=== block 1 ===
==> block_1/clocks.png <==
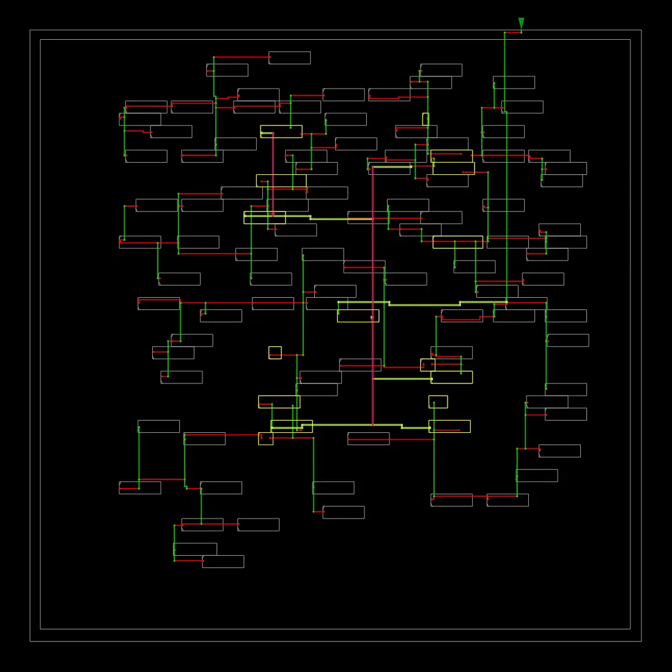

`src/rtl/imem_stream_loader.sv`:
```
`default_nettype none
// ============================================================================
//  Module   : imem_stream_loader
//  Purpose  : Loads a checksummed byte-stream image into the instruction
//             memory and holds the CPU in reset until a good image is loaded.
//  Revision : 1.0
// ============================================================================
module imem_stream_loader #(
    parameter int DEPTH = 64,
    parameter int AW    = 6
) (
    input  logic          clk,
    input  logic          rst,
    input  logic          start_i,
    input  logic          in_valid_i,
    input  logic [7:0]    in_data_i,
    output logic          in_ready_o,
    output logic          imem_we_o,
    output logic [AW-1:0] imem_wa_o,
    output logic [31:0]   imem_wd_o,
    output logic          cpu_rst_o,
    output logic          done_o,
    output logic          error_o,
    output logic [AW:0]   words_loaded_o
);

    typedef enum logic [2:0] {
        S_HDR  = 3'd0,
        S_DATA = 3'd1,
        S_CSUM = 3'd2,
        S_DONE = 3'd3,
        S_ERR  = 3'd4
    } state_t;

    localparam logic [7:0] c_max_words = 8'(DEPTH);
    localparam logic [AW:0] c_one      = (AW+1)'(1);

    state_t        state_q, state_d;
    logic [AW:0]   count_q, count_d;
    logic [1:0]    byte_idx_q, byte_idx_d;
    logic [23:0]   asm_q, asm_d;
    logic [7:0]    sum_q, sum_d;
    logic          we_q, we_d;
    logic [AW-1:0] wa_q, wa_d;
    logic [31:0]   wd_q, wd_d;
    logic [AW:0]   words_loaded_q, words_loaded_d;
    logic          cpu_rst_q, cpu_rst_d;
    logic          done_q, done_d;
    logic          error_q, error_d;

    logic          w_accept;
    logic [7:0]    w_sum_next;
    logic [31:0]   w_word;
    logic          w_last_word;

    assign in_ready_o = (state_q == S_HDR) || (state_q == S_DATA) || (state_q == S_CSUM);
    assign w_accept   = in_valid_i && in_ready_o;
    assign w_sum_next = sum_q + in_data_i;
    // Only three bytes need storing: the fourth completes the word directly.
    assign w_word     = {asm_q, in_data_i};
    // words_loaded doubles as the word index of the word being assembled.
    assign w_last_word = (words_loaded_q == (count_q - c_one));

    always_comb begin
        state_d        = state_q;
        count_d        = count_q;
        byte_idx_d     = byte_idx_q;
        asm_d          = asm_q;
        sum_d          = sum_q;
        we_d           = 1'b0;
        wa_d           = wa_q;
        wd_d           = wd_q;
        words_loaded_d = words_loaded_q;

        case (state_q)
            S_HDR: begin
                if (w_accept) begin
                    count_d    = in_data_i[AW:0];
                    byte_idx_d = 2'd0;
                    sum_d      = 8'd0;
                    // Full 8-bit compare so large headers cannot alias to legal counts.
                    if ((in_data_i == 8'd0) || (in_data_i > c_max_words)) begin
                        state_d = S_ERR;
                    end else begin
                        state_d = S_DATA;
                    end
                end
            end
            S_DATA: begin
                if (w_accept) begin
                    asm_d      = {asm_q[15:0], in_data_i};
                    sum_d      = w_sum_next;
                    byte_idx_d = byte_idx_q + 2'd1;
                    if (byte_idx_q == 2'd3) begin
                        we_d           = 1'b1;
                        wa_d           = words_loaded_q[AW-1:0];
                        wd_d           = w_word;
                        words_loaded_d = words_loaded_q + c_one;
                        if (w_last_word) begin
                            state_d = S_CSUM;
                        end
                    end
                end
            end
            S_CSUM: begin
                if (w_accept) begin
                    state_d = (w_sum_next == 8'd0) ? S_DONE : S_ERR;
                end
            end
            S_DONE, S_ERR: begin
                if (start_i) begin
                    state_d        = S_HDR;
                    wa_d           = '0;
                    wd_d           = '0;
                    words_loaded_d = '0;
                end
            end
            default: begin
                state_d = S_HDR;
            end
        endcase
    end

    // Status flags are registered from the next state so cpu_rst and done
    // change on the same edge and cpu_rst never glitches.
    always_comb begin
        done_d    = (state_d == S_DONE);
        error_d   = (state_d == S_ERR);
        cpu_rst_d = (state_d != S_DONE);
    end

    always_ff @(posedge clk or posedge rst) begin
        if (rst) begin
            state_q        <= S_HDR;
            count_q        <= '0;
            byte_idx_q     <= '0;
            asm_q          <= '0;
            sum_q          <= '0;
            we_q           <= 1'b0;
            wa_q           <= '0;
            wd_q           <= '0;
            words_loaded_q <= '0;
            cpu_rst_q      <= 1'b1;
            done_q         <= 1'b0;
            error_q        <= 1'b0;
        end else begin
            state_q        <= state_d;
            count_q        <= count_d;
            byte_idx_q     <= byte_idx_d;
            asm_q          <= asm_d;
            sum_q          <= sum_d;
            we_q           <= we_d;
            wa_q           <= wa_d;
            wd_q           <= wd_d;
            words_loaded_q <= words_loaded_d;
            cpu_rst_q      <= cpu_rst_d;
            done_q         <= done_d;
            error_q        <= error_d;
        end
    end

    assign imem_we_o      = we_q;
    assign imem_wa_o      = wa_q;
    assign imem_wd_o      = wd_q;
    assign cpu_rst_o      = cpu_rst_q;
    assign done_o         = done_q;
    assign error_o        = error_q;
    assign words_loaded_o = words_loaded_q;

endmodule
`default_nettype wire

```
`config.mk`:
```
export PLATFORM = sky130hd
export DESIGN_NAME = imem_stream_loader
export DESIGN_NICKNAME = d
export VERILOG_FILES = /design/src/rtl/imem_stream_loader.sv
export SDC_FILE = /design/constraint.sdc
export NUM_CORES = 1
export LEC_CHECK = 0
export ABC_AREA = 1
export CAP_MARGIN = 10
export CELL_PAD_IN_SITES_DETAIL_PLACEMENT = 1
export CELL_PAD_IN_SITES_GLOBAL_PLACEMENT = 2
export CORE_MARGIN = 2
export CORE_UTILIZATION = 25
export DETAILED_ROUTE_END_ITERATION = 6
export GPL_TIMING_DRIVEN = 0
export HOLD_SLACK_MARGIN = 0.08
export PLACE_DENSITY = 0.72
export SETUP_SLACK_MARGIN = 0.2
export SLEW_MARGIN = 20
export SYNTH_ARGS = -nofsm -noshare
export SYNTH_HDL_FRONTEND = slang
export SYNTH_SLANG_ARGS = --single-unit
```
`constraint.sdc`:
```
create_clock -name clk -period 4.05 [get_ports clk]
set_input_delay 1.215 -clock clk [delete_from_list [all_inputs] [get_ports clk]]
set_output_delay 1.215 -clock clk [all_outputs]
set_load 0.005 [all_outputs]
```
=== block 2 ===
$ cat src/rtl/pulse_onehot_decoder_if.sv
// Request/response bundle for the registered one-hot strobe decoder.
// The controller side is the master; the decoder is the slave.
interface pulse_onehot_decoder_if #(
    parameter int SEL_W = 2
);
    localparam int N = 1 << SEL_W;

    logic [SEL_W-1:0] sel;
    logic             req_valid;
    logic             req_ready;
    logic [N-1:0]     dec_out;
    logic             busy;
    logic             done;

    modport master (
        output sel,
        output req_valid,
        input  req_ready,
        input  dec_out,
        input  busy,
        input  done
    );

    modport slave (
        input  sel,
        input  req_valid,
        output req_ready,
        output dec_out,
        output busy,
        output done
    );
endinterface

$ cat src/rtl/pulse_onehot_decoder.sv
// Registered binary-to-one-hot decoder driving either a held level or a
// fixed-length pulse on the selected output; en acts as a live global kill.
module pulse_onehot_decoder #(
    parameter int SEL_W      = 2,
    parameter int PULSE_LEN  = 3,
    parameter bit ACTIVE_LOW = 1'b0
) (
    input  logic                 clk,
    input  logic                 rst,
    input  logic                 en,
    pulse_onehot_decoder_if.slave bus
);
    localparam int N = 1 << SEL_W;
    localparam bit LEVEL = (PULSE_LEN == 0);
    localparam logic [7:0] CNT_INIT =
        LEVEL ? 8'd0 : 8'(PULSE_LEN - 1);
    localparam logic [N-1:0] IDLE_V =
        ACTIVE_LOW ? {N{1'b1}} : {N{1'b0}};

    typedef enum logic {
        IDLE,
        ACTIVE
    } state_t;

    state_t       state;
    logic [7:0]   cnt;
    logic [N-1:0] dec_q;
    logic         busy_q;
    logic         done_q;
    logic         accept;
    logic [N-1:0] onehot;
    logic [N-1:0] hot_v;

    assign bus.req_ready = en & (state == IDLE);
    assign accept        = bus.req_valid & bus.req_ready;
    assign onehot        = {{(N-1){1'b0}}, 1'b1} << bus.sel;
    assign hot_v         = ACTIVE_LOW ? ~onehot : onehot;

    assign bus.dec_out = dec_q;
    assign bus.busy    = busy_q;
    assign bus.done    = done_q;

    always_ff @(posedge clk or posedge rst) begin
        if (rst) begin
            state  <= IDLE;
            cnt    <= '0;
            dec_q  <= IDLE_V;
            busy_q <= 1'b0;
            done_q <= 1'b0;
        end else begin
            done_q <= 1'b0;
            // A dropped enable wins over everything, including terminal count
            if (!en) begin
                state  <= IDLE;
                cnt    <= '0;
                dec_q  <= IDLE_V;
                busy_q <= 1'b0;
            end else if (LEVEL) begin
                if (accept) dec_q <= hot_v;
            end else begin
                unique case (state)
                    IDLE: begin
                        if (accept) begin
                            dec_q  <= hot_v;
                            busy_q <= 1'b1;
                            cnt    <= CNT_INIT;
                            state  <= ACTIVE;
                        end
                    end
                    ACTIVE: begin
                        if (cnt != 8'd0) begin
                            cnt <= cnt - 8'd1;
                        end else begin
                            dec_q  <= IDLE_V;
                            busy_q <= 1'b0;
                            done_q <= 1'b1;
                            state  <= IDLE;
                        end
                    end
                    default: state <= IDLE;
                endcase
            end
        end
    end

    a_onehot0: assert property (
        @(posedge clk) disable iff (rst)
        $onehot0(ACTIVE_LOW ? ~dec_q : dec_q)
    );
endmodule
$ cat src/flat_wrapper.sv
// flat-port wrapper written by rule: the top's interface ports become plain ports
module pulse_onehot_decoder_flat 
#(
    parameter int SEL_W      = 2,
    parameter int PULSE_LEN  = 3,
    parameter bit ACTIVE_LOW = 1'b0
)
  (clk, rst, en, bus_sel, bus_req_valid, bus_req_ready, bus_dec_out, bus_busy, bus_done);
  pulse_onehot_decoder_if #(.SEL_W(SEL_W)) bus_i ();
  input  logic clk;
  input  logic rst;
  input  logic en;
  input wire logic [$bits(bus_i.sel)-1:0] bus_sel;
  input wire logic [$bits(bus_i.req_valid)-1:0] bus_req_valid;
  output wire logic [$bits(bus_i.req_ready)-1:0] bus_req_ready;
  output wire logic [$bits(bus_i.dec_out)-1:0] bus_dec_out;
  output wire logic [$bits(bus_i.busy)-1:0] bus_busy;
  output wire logic [$bits(bus_i.done)-1:0] bus_done;
  assign bus_i.sel = bus_sel;
  assign bus_i.req_valid = bus_req_valid;
  assign bus_req_ready = bus_i.req_ready;
  assign bus_dec_out = bus_i.dec_out;
  assign bus_busy = bus_i.busy;
  assign bus_done = bus_i.done;
  pulse_onehot_decoder #(.SEL_W(SEL_W), .PULSE_LEN(PULSE_LEN), .ACTIVE_LOW(ACTIVE_LOW)) u_core (.clk(clk), .rst(rst), .en(en), .bus(bus_i));
endmodule
$ cat config.mk
export PLATFORM = sky130hd
export DESIGN_NAME = pulse_onehot_decoder_flat
export DESIGN_NICKNAME = d
export VERILOG_FILES = /design/src/rtl/pulse_onehot_decoder_if.sv /design/src/rtl/pulse_onehot_decoder.sv /design/src/flat_wrapper.sv
export SDC_FILE = /design/constraint.sdc
export NUM_CORES = 1
export LEC_CHECK = 0
export CORE_UTILIZATION = 50
export DETAILED_ROUTE_END_ITERATION = 12
export GPL_TIMING_DRIVEN = 1
export PLACE_DENSITY = 0.76
export SETUP_SLACK_MARGIN = 0.5
export SLEW_MARGIN = 20
export SYNTH_ARGS = -nofsm -noshare
export SYNTH_HDL_FRONTEND = slang
export SYNTH_SLANG_ARGS = --single-unit
$ cat constraint.sdc
create_clock -name clk -period 4.7 [get_ports clk]
set_input_delay 0.47 -clock clk [delete_from_list [all_inputs] [get_ports clk]]
set_output_delay 0.47 -clock clk [all_outputs]
set_load 0.02 [all_outputs]
=== block 3 ===
**config.mk**
```make
export PLATFORM = sky130hd
export DESIGN_NAME = calc_ctrl
export DESIGN_NICKNAME = d
export VERILOG_FILES = /design/src/rtl/calc_pkg.sv /design/src/rtl/calc_ctrl_bcd_entry_reg.sv /design/src/rtl/calc_ctrl.sv
export SDC_FILE = /design/constraint.sdc
export NUM_CORES = 1
export LEC_CHECK = 0
export CORE_MARGIN = 2
export CORE_UTILIZATION = 40
export CTS_CLUSTER_SIZE = 10
export DETAILED_ROUTE_END_ITERATION = 12
export PLACE_DENSITY = 0.66
export SLEW_MARGIN = 20
export SYNTH_ARGS = -nofsm -noshare
export SYNTH_HDL_FRONTEND = slang
export SYNTH_HIERARCHICAL = 1
export SYNTH_SLANG_ARGS = --single-unit
```
**constraint.sdc**
```tcl
create_clock -name clk -period 3 [get_ports clk]
set_clock_uncertainty 0.1 [all_clocks]
set_input_delay 0.6 -clock clk [delete_from_list [all_inputs] [get_ports clk]]
set_output_delay 0.6 -clock clk [all_outputs]
set_load 0.01 [all_outputs]
```
**src/rtl/calc_pkg.sv**
```systemverilog
// Shared definitions for the keypad calculator sequencing controller:
// operator codes, controller state encoding and key classification.
package calc_pkg;

  localparam int NDIG_DEFAULT = 4;

  localparam logic [1:0] OP_ADD = 2'b00;
  localparam logic [1:0] OP_SUB = 2'b01;
  localparam logic [1:0] OP_MUL = 2'b10;
  localparam logic [1:0] OP_CLR = 2'b11;

  localparam logic [2:0] S_A    = 3'd0;
  localparam logic [2:0] S_OP   = 3'd1;
  localparam logic [2:0] S_B    = 3'd2;
  localparam logic [2:0] S_CALC = 3'd3;
  localparam logic [2:0] S_RES  = 3'd4;
  localparam logic [2:0] S_ERR  = 3'd5;

  typedef struct packed {
    logic clr;
    logic equals;
    logic oper;
    logic digit;
  } keyClassT;

  // One key event resolves to at most one class: CLR, equals, operator, digit.
  function automatic keyClassT decodeKey(input logic       pulse,
                                         input logic       number,
                                         input logic       operation,
                                         input logic       equals,
                                         input logic [3:0] digit,
                                         input logic [1:0] op);
    keyClassT k;
    logic     arith;
    arith    = (op == OP_ADD) || (op == OP_SUB) || (op == OP_MUL);
    k.clr    = pulse & operation & (op == OP_CLR);
    k.equals = pulse & equals & ~k.clr;
    k.oper   = pulse & operation & arith & ~equals;
    k.digit  = pulse & number & (digit <= 4'd9) & ~operation & ~equals;
    return k;
  endfunction

endpackage

```
**src/rtl/calc_ctrl_bcd_entry_reg.sv**
```systemverilog
// NDIG-digit BCD entry register: left-shifting digit entry that saturates
// after NDIG digits, plus clear, single-digit load and parallel load.
module bcd_entry_reg
  import calc_pkg::*;
#(
  parameter int NDIG = NDIG_DEFAULT
) (
  input  logic              clk,
  input  logic              rst,
  input  logic              clear,
  input  logic              shiftEn,
  input  logic              loadDigit,
  input  logic              loadAll,
  input  logic [3:0]        digit,
  input  logic [4*NDIG-1:0] loadValue,
  output logic [4*NDIG-1:0] value
);

  localparam int CW = $clog2(NDIG + 1);

  logic [CW-1:0] count;

  // A parallel load counts as a full entry so later digits cannot grow it.
  always_ff @(posedge clk or posedge rst) begin
    if (rst) begin
      value <= '0;
      count <= '0;
    end else if (clear) begin
      value <= '0;
      count <= '0;
    end else if (loadAll) begin
      value <= loadValue;
      count <= CW'(NDIG);
    end else if (loadDigit) begin
      value <= {{(4*NDIG-4){1'b0}}, digit};
      count <= CW'(1);
    end else if (shiftEn && (count < CW'(NDIG))) begin
      value <= {value[4*NDIG-5:0], digit};
      count <= count + CW'(1);
    end
  end

endmodule

```
**src/rtl/calc_ctrl.sv**
```systemverilog
// Calculator sequencer: builds operands A/B and the operator from key events,
// runs the ALU start/done handshake, latches the result and drives the display.
module calc_ctrl
  import calc_pkg::*;
#(
  parameter int NDIG = NDIG_DEFAULT
) (
  input  logic              clk,
  input  logic              rst,
  input  logic              key_pulse,
  input  logic              number_pressed,
  input  logic              operation_pressed,
  input  logic              equals_pressed,
  input  logic [3:0]        digit_in,
  input  logic [1:0]        op_in,
  input  logic              alu_done,
  input  logic              alu_err,
  input  logic              alu_neg,
  input  logic [8*NDIG-1:0] alu_result,
  output logic [4*NDIG-1:0] operand_a,
  output logic [4*NDIG-1:0] operand_b,
  output logic [1:0]        alu_op,
  output logic              alu_start,
  output logic              busy,
  output logic [8*NDIG-1:0] disp_bcd,
  output logic              disp_neg,
  output logic              disp_err
);

  localparam int W = 4 * NDIG;

  logic [2:0]     state, nextState;
  logic [2*W-1:0] result;
  logic           resultNeg;
  keyClassT       key;
  logic           doneSeen, chainOk, opLoad, startNext, resLoad;
  logic           aClear, aShift, aLoadDigit, aLoadAll;
  logic           bClear, bShift, bLoadDigit;

  assign key = decodeKey(key_pulse, number_pressed, operation_pressed,
                         equals_pressed, digit_in, op_in);

  // The ALU is only listened to once the start pulse has been retired.
  assign doneSeen = (state == S_CALC) & alu_done & ~alu_start;
  assign chainOk  = ~resultNeg & (result[2*W-1:W] == '0);
  assign busy     = (state == S_CALC);

  bcd_entry_reg #(.NDIG(NDIG)) regA (
    .clk       (clk),
    .rst       (rst),
    .clear     (aClear),
    .shiftEn   (aShift),
    .loadDigit (aLoadDigit),
    .loadAll   (aLoadAll),
    .digit     (digit_in),
    .loadValue (result[W-1:0]),
    .value     (operand_a)
  );

  bcd_entry_reg #(.NDIG(NDIG)) regB (
    .clk       (clk),
    .rst       (rst),
    .clear     (bClear),
    .shiftEn   (bShift),
    .loadDigit (bLoadDigit),
    .loadAll   (1'b0),
    .digit     (digit_in),
    .loadValue ({W{1'b0}}),
    .value     (operand_b)
  );

  // CLR overrides everything, including an alu_done arriving in the same cycle.
  always_comb begin
    nextState  = state;
    opLoad     = 1'b0;
    startNext  = 1'b0;
    resLoad    = 1'b0;
    aClear     = 1'b0;
    aShift     = 1'b0;
    aLoadDigit = 1'b0;
    aLoadAll   = 1'b0;
    bClear     = 1'b0;
    bShift     = 1'b0;
    bLoadDigit = 1'b0;
    if (key.clr) begin
      aClear    = 1'b1;
      bClear    = 1'b1;
      nextState = S_A;
    end else begin
      case (state)
        S_A: begin
          aShift = key.digit;
          if (key.oper) begin
            opLoad    = 1'b1;
            nextState = S_OP;
          end
        end
        S_OP: begin
          if (key.digit) begin
            bLoadDigit = 1'b1;
            nextState  = S_B;
          end else if (key.oper) begin
            opLoad = 1'b1;
          end
        end
        S_B: begin
          if (key.equals) begin
            startNext = 1'b1;
            nextState = S_CALC;
          end else begin
            bShift = key.digit;
          end
        end
        S_CALC: begin
          if (doneSeen) begin
            resLoad   = ~alu_err;
            nextState = alu_err ? S_ERR : S_RES;
          end
        end
        S_RES: begin
          if (key.digit) begin
            aLoadDigit = 1'b1;
            bClear     = 1'b1;
            nextState  = S_A;
          end else if (key.oper && chainOk) begin
            aLoadAll  = 1'b1;
            opLoad    = 1'b1;
            nextState = S_OP;
          end
        end
        S_ERR: begin
          nextState = S_ERR;
        end
        default: begin
          nextState = S_A;
        end
      endcase
    end
  end

  always_ff @(posedge clk or posedge rst) begin
    if (rst) begin
      state     <= S_A;
      alu_start <= 1'b0;
      alu_op    <= OP_ADD;
      result    <= '0;
      resultNeg <= 1'b0;
    end else begin
      state     <= nextState;
      alu_start <= startNext;
      if (key.clr) begin
        alu_op <= OP_ADD;
      end else if (opLoad) begin
        alu_op <= op_in;
      end
      if (key.clr) begin
        result    <= '0;
        resultNeg <= 1'b0;
      end else if (resLoad) begin
        result    <= alu_result;
        resultNeg <= alu_neg;
      end
    end
  end

  always_comb begin
    disp_bcd = '0;
    disp_neg = 1'b0;
    disp_err = 1'b0;
    case (state)
      S_A, S_OP:   disp_bcd = {{W{1'b0}}, operand_a};
      S_B, S_CALC: disp_bcd = {{W{1'b0}}, operand_b};
      S_RES: begin
        disp_bcd = result;
        disp_neg = resultNeg;
      end
      S_ERR:       disp_err = 1'b1;
      default:     disp_bcd = '0;
    endcase
  end

endmodule

```
==> block_3/clk_routes.png <==
Bar = 20 um.
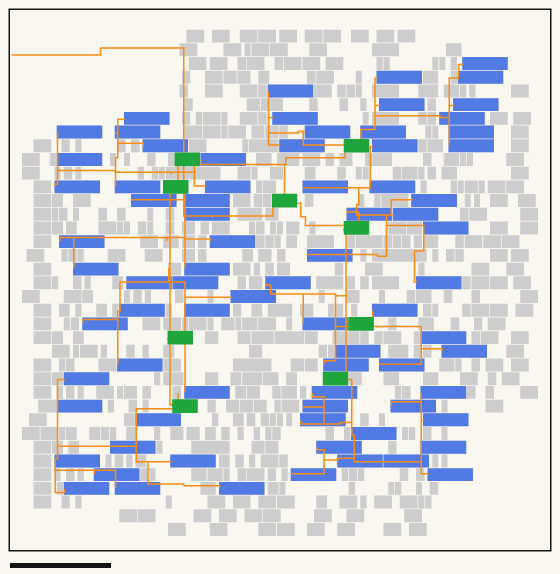
[green] clock drivers | count: 9
[orange] clock wires | length: 916 um
[blue] flip-flops | count: 77
routed clock nets: 10
Worst-Skew Late Latency: 0.35 ns
Clock Power: 0.000843 W

==> results.toml, block 3 <==
# physical design summary
[timing]
setup_viol = 0
rsz0062_at_grt = "false"
hold_viol = 0

[run_status]
status = "finished, final reports clean"

[setup_path]
start_kind = "flip-flop"
cpLargestDelayFamily = "buffers and inverters"
r2r_end = "regA/value[3]"
cp_slowest_stage_delay_ns = 0.60

[min_path]
whs_path_depth = 2

[finish]
flop-count = 77
design_area_um2 = 5840
inv_count = 5

[power]
p_leak_nw = 2.40

[placed_design]
port_buffers = 116

[global_routing]
grt_pass1_wl_um = 19800
busiest_layer = "met2"

[drt]
drt_first_pass_iters = 6
routed-wl-met2_um = 5850
routed-wl-met3_um = 718

[die]
die_area_um2 = 11500
num_rows = 37

[clocking]
cts_buffers = 9
cts.sinks = 77

[yosys]
edf_count = 0
ys.flops = 77
## block 3: cells in the final DEF, fill, tap and decap left out, types with 3 or more instances in the layout
cell	count
a21oi_1	38
a2bb2oi_2	10
dfrtp_1	77
and3_1	16
nor2b_1	3
nand2_1	100
nor3_1	4
o21ai_1	17
inv_1	4
buf_4	21
and2_1	3
clkbuf_8	9
o21a_1	3
mux2i_1	27
nor2_1	13
a2bb2oi_1	14
conb_1	17
clkdlybuf4s50_1	116
o21ai_0	27
nor4_1	4
nand3_1	28
o31ai_1	8
## block 3: sequential cells by signal, indices dropped and copies added (netlist names)
register	flops
resultNeg	1
regA/value	16
state	3
regB/count	3
alu_start	1
result	32
regA/count	3
alu_op	2
regB/value	16
## block 3: how the worst max path moves through the flow
stage | from | to
final | state[1] | disp_bcd[6]
after global routing | state[1] | disp_bcd[6]
after CTS | state[1] | disp_bcd[6]
after detailed placement | key_pulse | regA/value[6]
after global placement | key_pulse | regA/value[3]
after floorplan | operation_pressed | regB/value[0]
## block 3: power breakdown
group	switching [W]	internal, W	total, W
Combinational	0.000510	0.000636	0.00115
Sequential	0.000213	0.00121	0.00142
Clock	0.000379	0.000464	0.000843
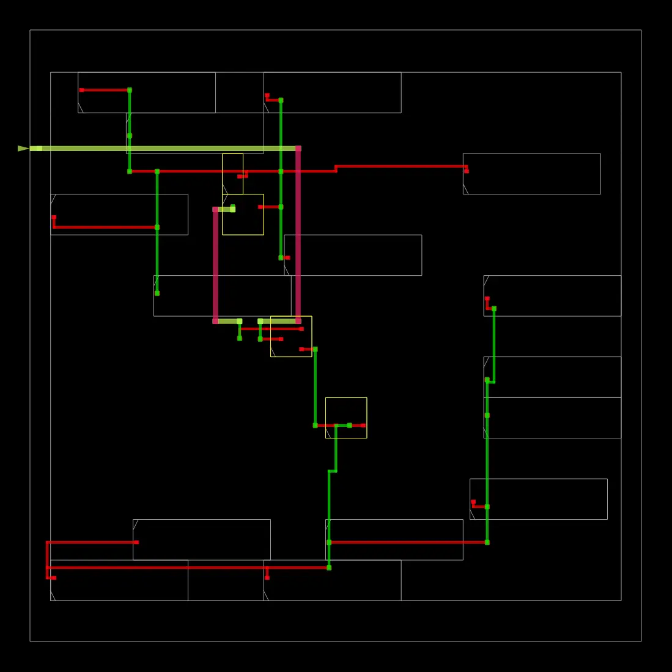
(block_2/clocks.png)
TritonCTS Sinks: 15
Clock Power: 0.0000730 W

==> block_2/clk_routes.png <==
Bar = 10 um.
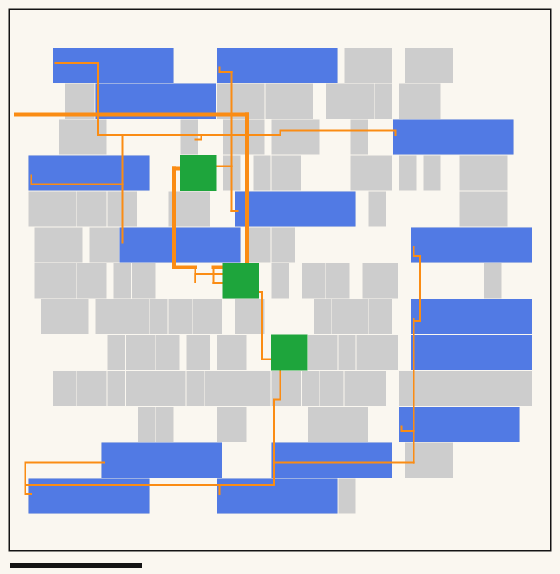
[blue] flip-flops | count: 15
[green] clock drivers | count: 3
[orange] clock wires | length: 189 um
routed clock nets: 4
Clk pwr share: 22.9%
Final Skew: 0.000634 ns
Worst-Skew Late Latency: 0.28 ns

==> results.toml, block 2 <==
# physical design summary
[setup_path]
crit_cells = 3
cp_slowest_stage_delay_ns = 0.66
startpoint = "en"

[yosys]
top_logic_kind = "simple AND/OR/NAND/NOR gates"
synth_cells = 75
netlist_top_cells_count = "15 x dfrtp_1, 10 x nand2_1, 5 x nor2_1, 5 x o21ai_0, 4 x inv_1"
ys_area_um2 = 757

[power]
p_per_area_nw_per_um2 = 346
combPwrFrac_pct = 29.0
p_int_w = 0.000214

[die]
num_rows = 13

[finish]
comb_area_um2 = 363
insertedDiodeCount = 0
comb_area_share_pct = 39.3

[clocking]
cts_hold_repair.buffers = 0

[timing]
maxSlewHeadroom_pct = 62.5
finalHoldWorstSlack_ns = 0.495
rsz0062_at_grt = "false"

[drt]
drt_iter0_markers = 23
drc = 0
drt_first_pass_iters = 4

[run_status]
status = "finished, final reports clean"

[global_routing]
grt_max_degree = 16
grt_pass1_vias = 514
## block 2: state kept, by name, indices dropped and copies added, names as in the netlist
register and cells:
u_core.bus.busy 1, u_core.bus.dec_out 4, u_core.bus.done 1, u_core.cnt 8
u_core.state 1
## block 2: through the flow
step           utilization [%]  cells  area [um^2]  total power, W  setup WS, ns
6_report                  68.3    106          922        0.000319          2.24
5_1_grt                   68.3    106          922        0.000339          2.13
4_1_cts                   68.3    106          922        0.000321          2.25
3_5_place_dp              66.4    102          896        0.000249          2.26
3_3_place_gp              66.4    102          896        0.000246          2.28
2_1_floorplan                -     75          757        0.000219          2.80
## block 2: power by group through the flow
stage	Clock, W	Combinational, W	Sequential (W)
after global placement	0	0.0000901	0.000156
final	0.0000730	0.0000925	0.000154
after global routing	0.0000800	0.000103	0.000156
after detailed placement	0	0.0000921	0.000156
after CTS	0.0000741	0.0000927	0.000154
after floorplan	0	0.0000609	0.000158
## block 2: per-layer routing
layer | share of wire (%) | vias to the layer above | GRT usage [%]
met4 | 1.3 | 0 | 10.0
met3 | 3.1 | 4 | 5.43
met5 | 0 | - | 0
met2 | 46 | 11 | 33.2
met1 | 49 | 290 | 29.8
li1 | - | 308 | -
==> block_1/clk_routes.png <==
Bar = 50 um.
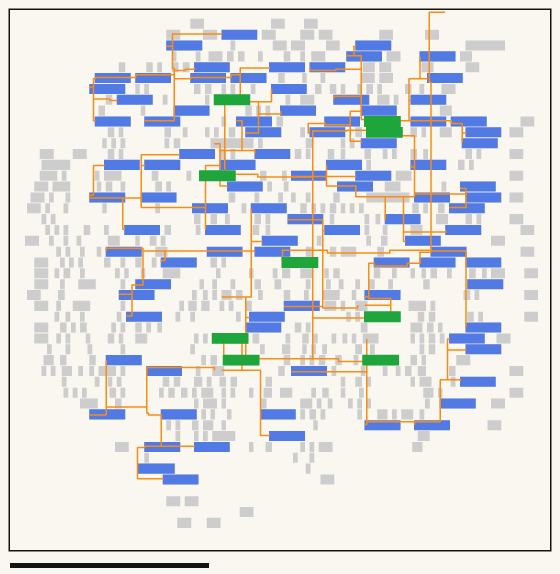
[blue] flip-flops | count: 93
[green] clock drivers | count: 9
[orange] clock wires | length: 1,270 um
routed clock nets: 10
Final Skew: 0.00321 ns
Clk pwr share: 26.7%
Worst-Skew Late Latency: 0.34 ns

==> block_1/placement_by_type.png <==
Bar = 50 um.
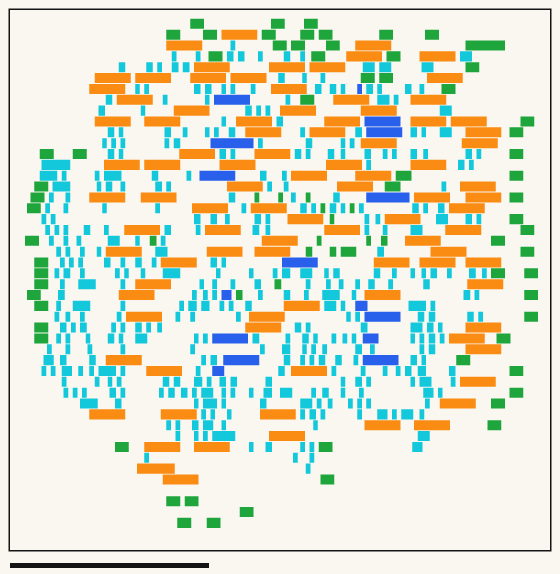
[cyan] combinational and other logic | cells: 399 | share of their area: 36%
[orange] sequential cells | cells: 93 | share of their area: 44%
[green] remaining buffers and delay cells | cells: 79 | share of their area: 14%
[blue] clock drivers and dummy loads | cells: 16 | share of their area: 6.2%
core footprint: 17,100 um^2
fraction of area in registers: 41.8%
post-route cell area: 5570 um^2

## Picture notes: block_1/clocks.png
Flops: 93
TritonCTS Sinks: 93
Clock Power: 0.000921 W
Clock Buffer Count: 10

==> results.toml, block 1 <==
# physical design summary
[run_status]
status = "finished, final reports clean"

[global_routing]
grt_pass1_wl_um = 20600
met1_usage_pct = 19.9

[placed_design]
place_inst = 796
place_area_um2 = 5240

[clocking]
cts_buffers = 9
clockRootBuffer = "clkbuf_16"

[job]
warnings = 26

[finish]
most-common-layout-cells = "145 x nand2_1, 92 x dfrtp_1, 67 x inv_1"
lay_top_count = "nand2_1"

[power]
p_per_area_nw_per_um2 = 619

[yosys]
synth_top_cell_by_count = "nand2_1"
ys_area_um2 = 4320

[drt]
drt_first_pass_iters = 4
routedWlPerCell_um = 15.1

[min_path]
worstHoldEndpoint = "asm_q[19]"
block 1: cells by family (layout without fill, tap and decap cells):
logic type | after synthesis | after routing
xor gates and xnor gates | 8 | 8
AOI/OAI and AO/OA | 96 | 96
buffers and inverters | 89 | 167
DFF | 93 | 93
and+or+nand+nor | 212 | 212
adders and majority gates | 11 | 11
block 1: final cells by class:
type | count | area [um^2]
Multi-Input combinational cell | 327 | 1620
Inverter | 72 | 275
Clock buffer | 10 | 229
Fill cell | 2022 | 11500
Tap cell | 225 | 282
Buffer | 17 | 93.8
Clock inverter | 6 | 96.3
Sequential cell | 93 | 2330
Timing Repair Buffer | 62 | 638
block 1: worst max-delay path, cell delays in order:
cell and delay, ns:
clkdlybuf4s50_1 0.53, ha_1 0.29, fa_1 0.42, nand2_1 0.08
nand2_1 0.08, nand3_1 0.13, nand3b_1 0.09, nand2_1 0.09
nand2_1 0.06, nor2_1 0.22, nand4_1 0.16, nand2_1 0.12
inv_1 0.04
block 1: sequential cells by signal, indices dropped and copies added (netlist names), 2 cells and up:
name	count
imem_wa_o	6
count_q	7
asm_q	24
imem_wd_o	32
words_loaded_o	7
sum_q	8
state_q	3
byte_idx_q	2


## Gallery

Power grid.
Pins as bars on the die edge.
Plate I
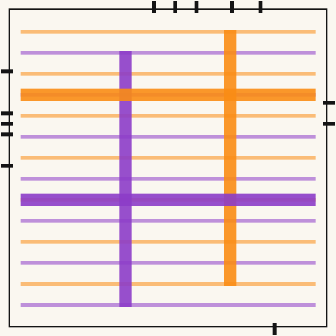
Plate II
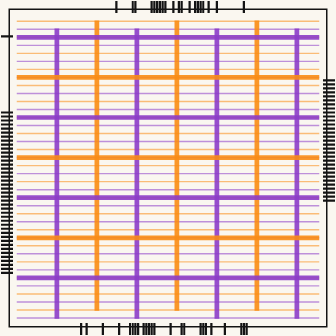
Plate III
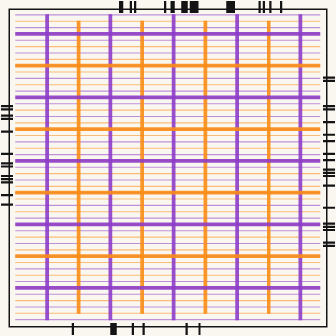
- Plate II = block 3
- Plate I = block 2
- Plate III = block 1

Key to Plate I:
[orange] VDD
[purple] VSS
met5 straps: 2
signal pins: 13
met4 straps: 2

Power figures rest on the tool's default switching activity, not on a simulated workload.
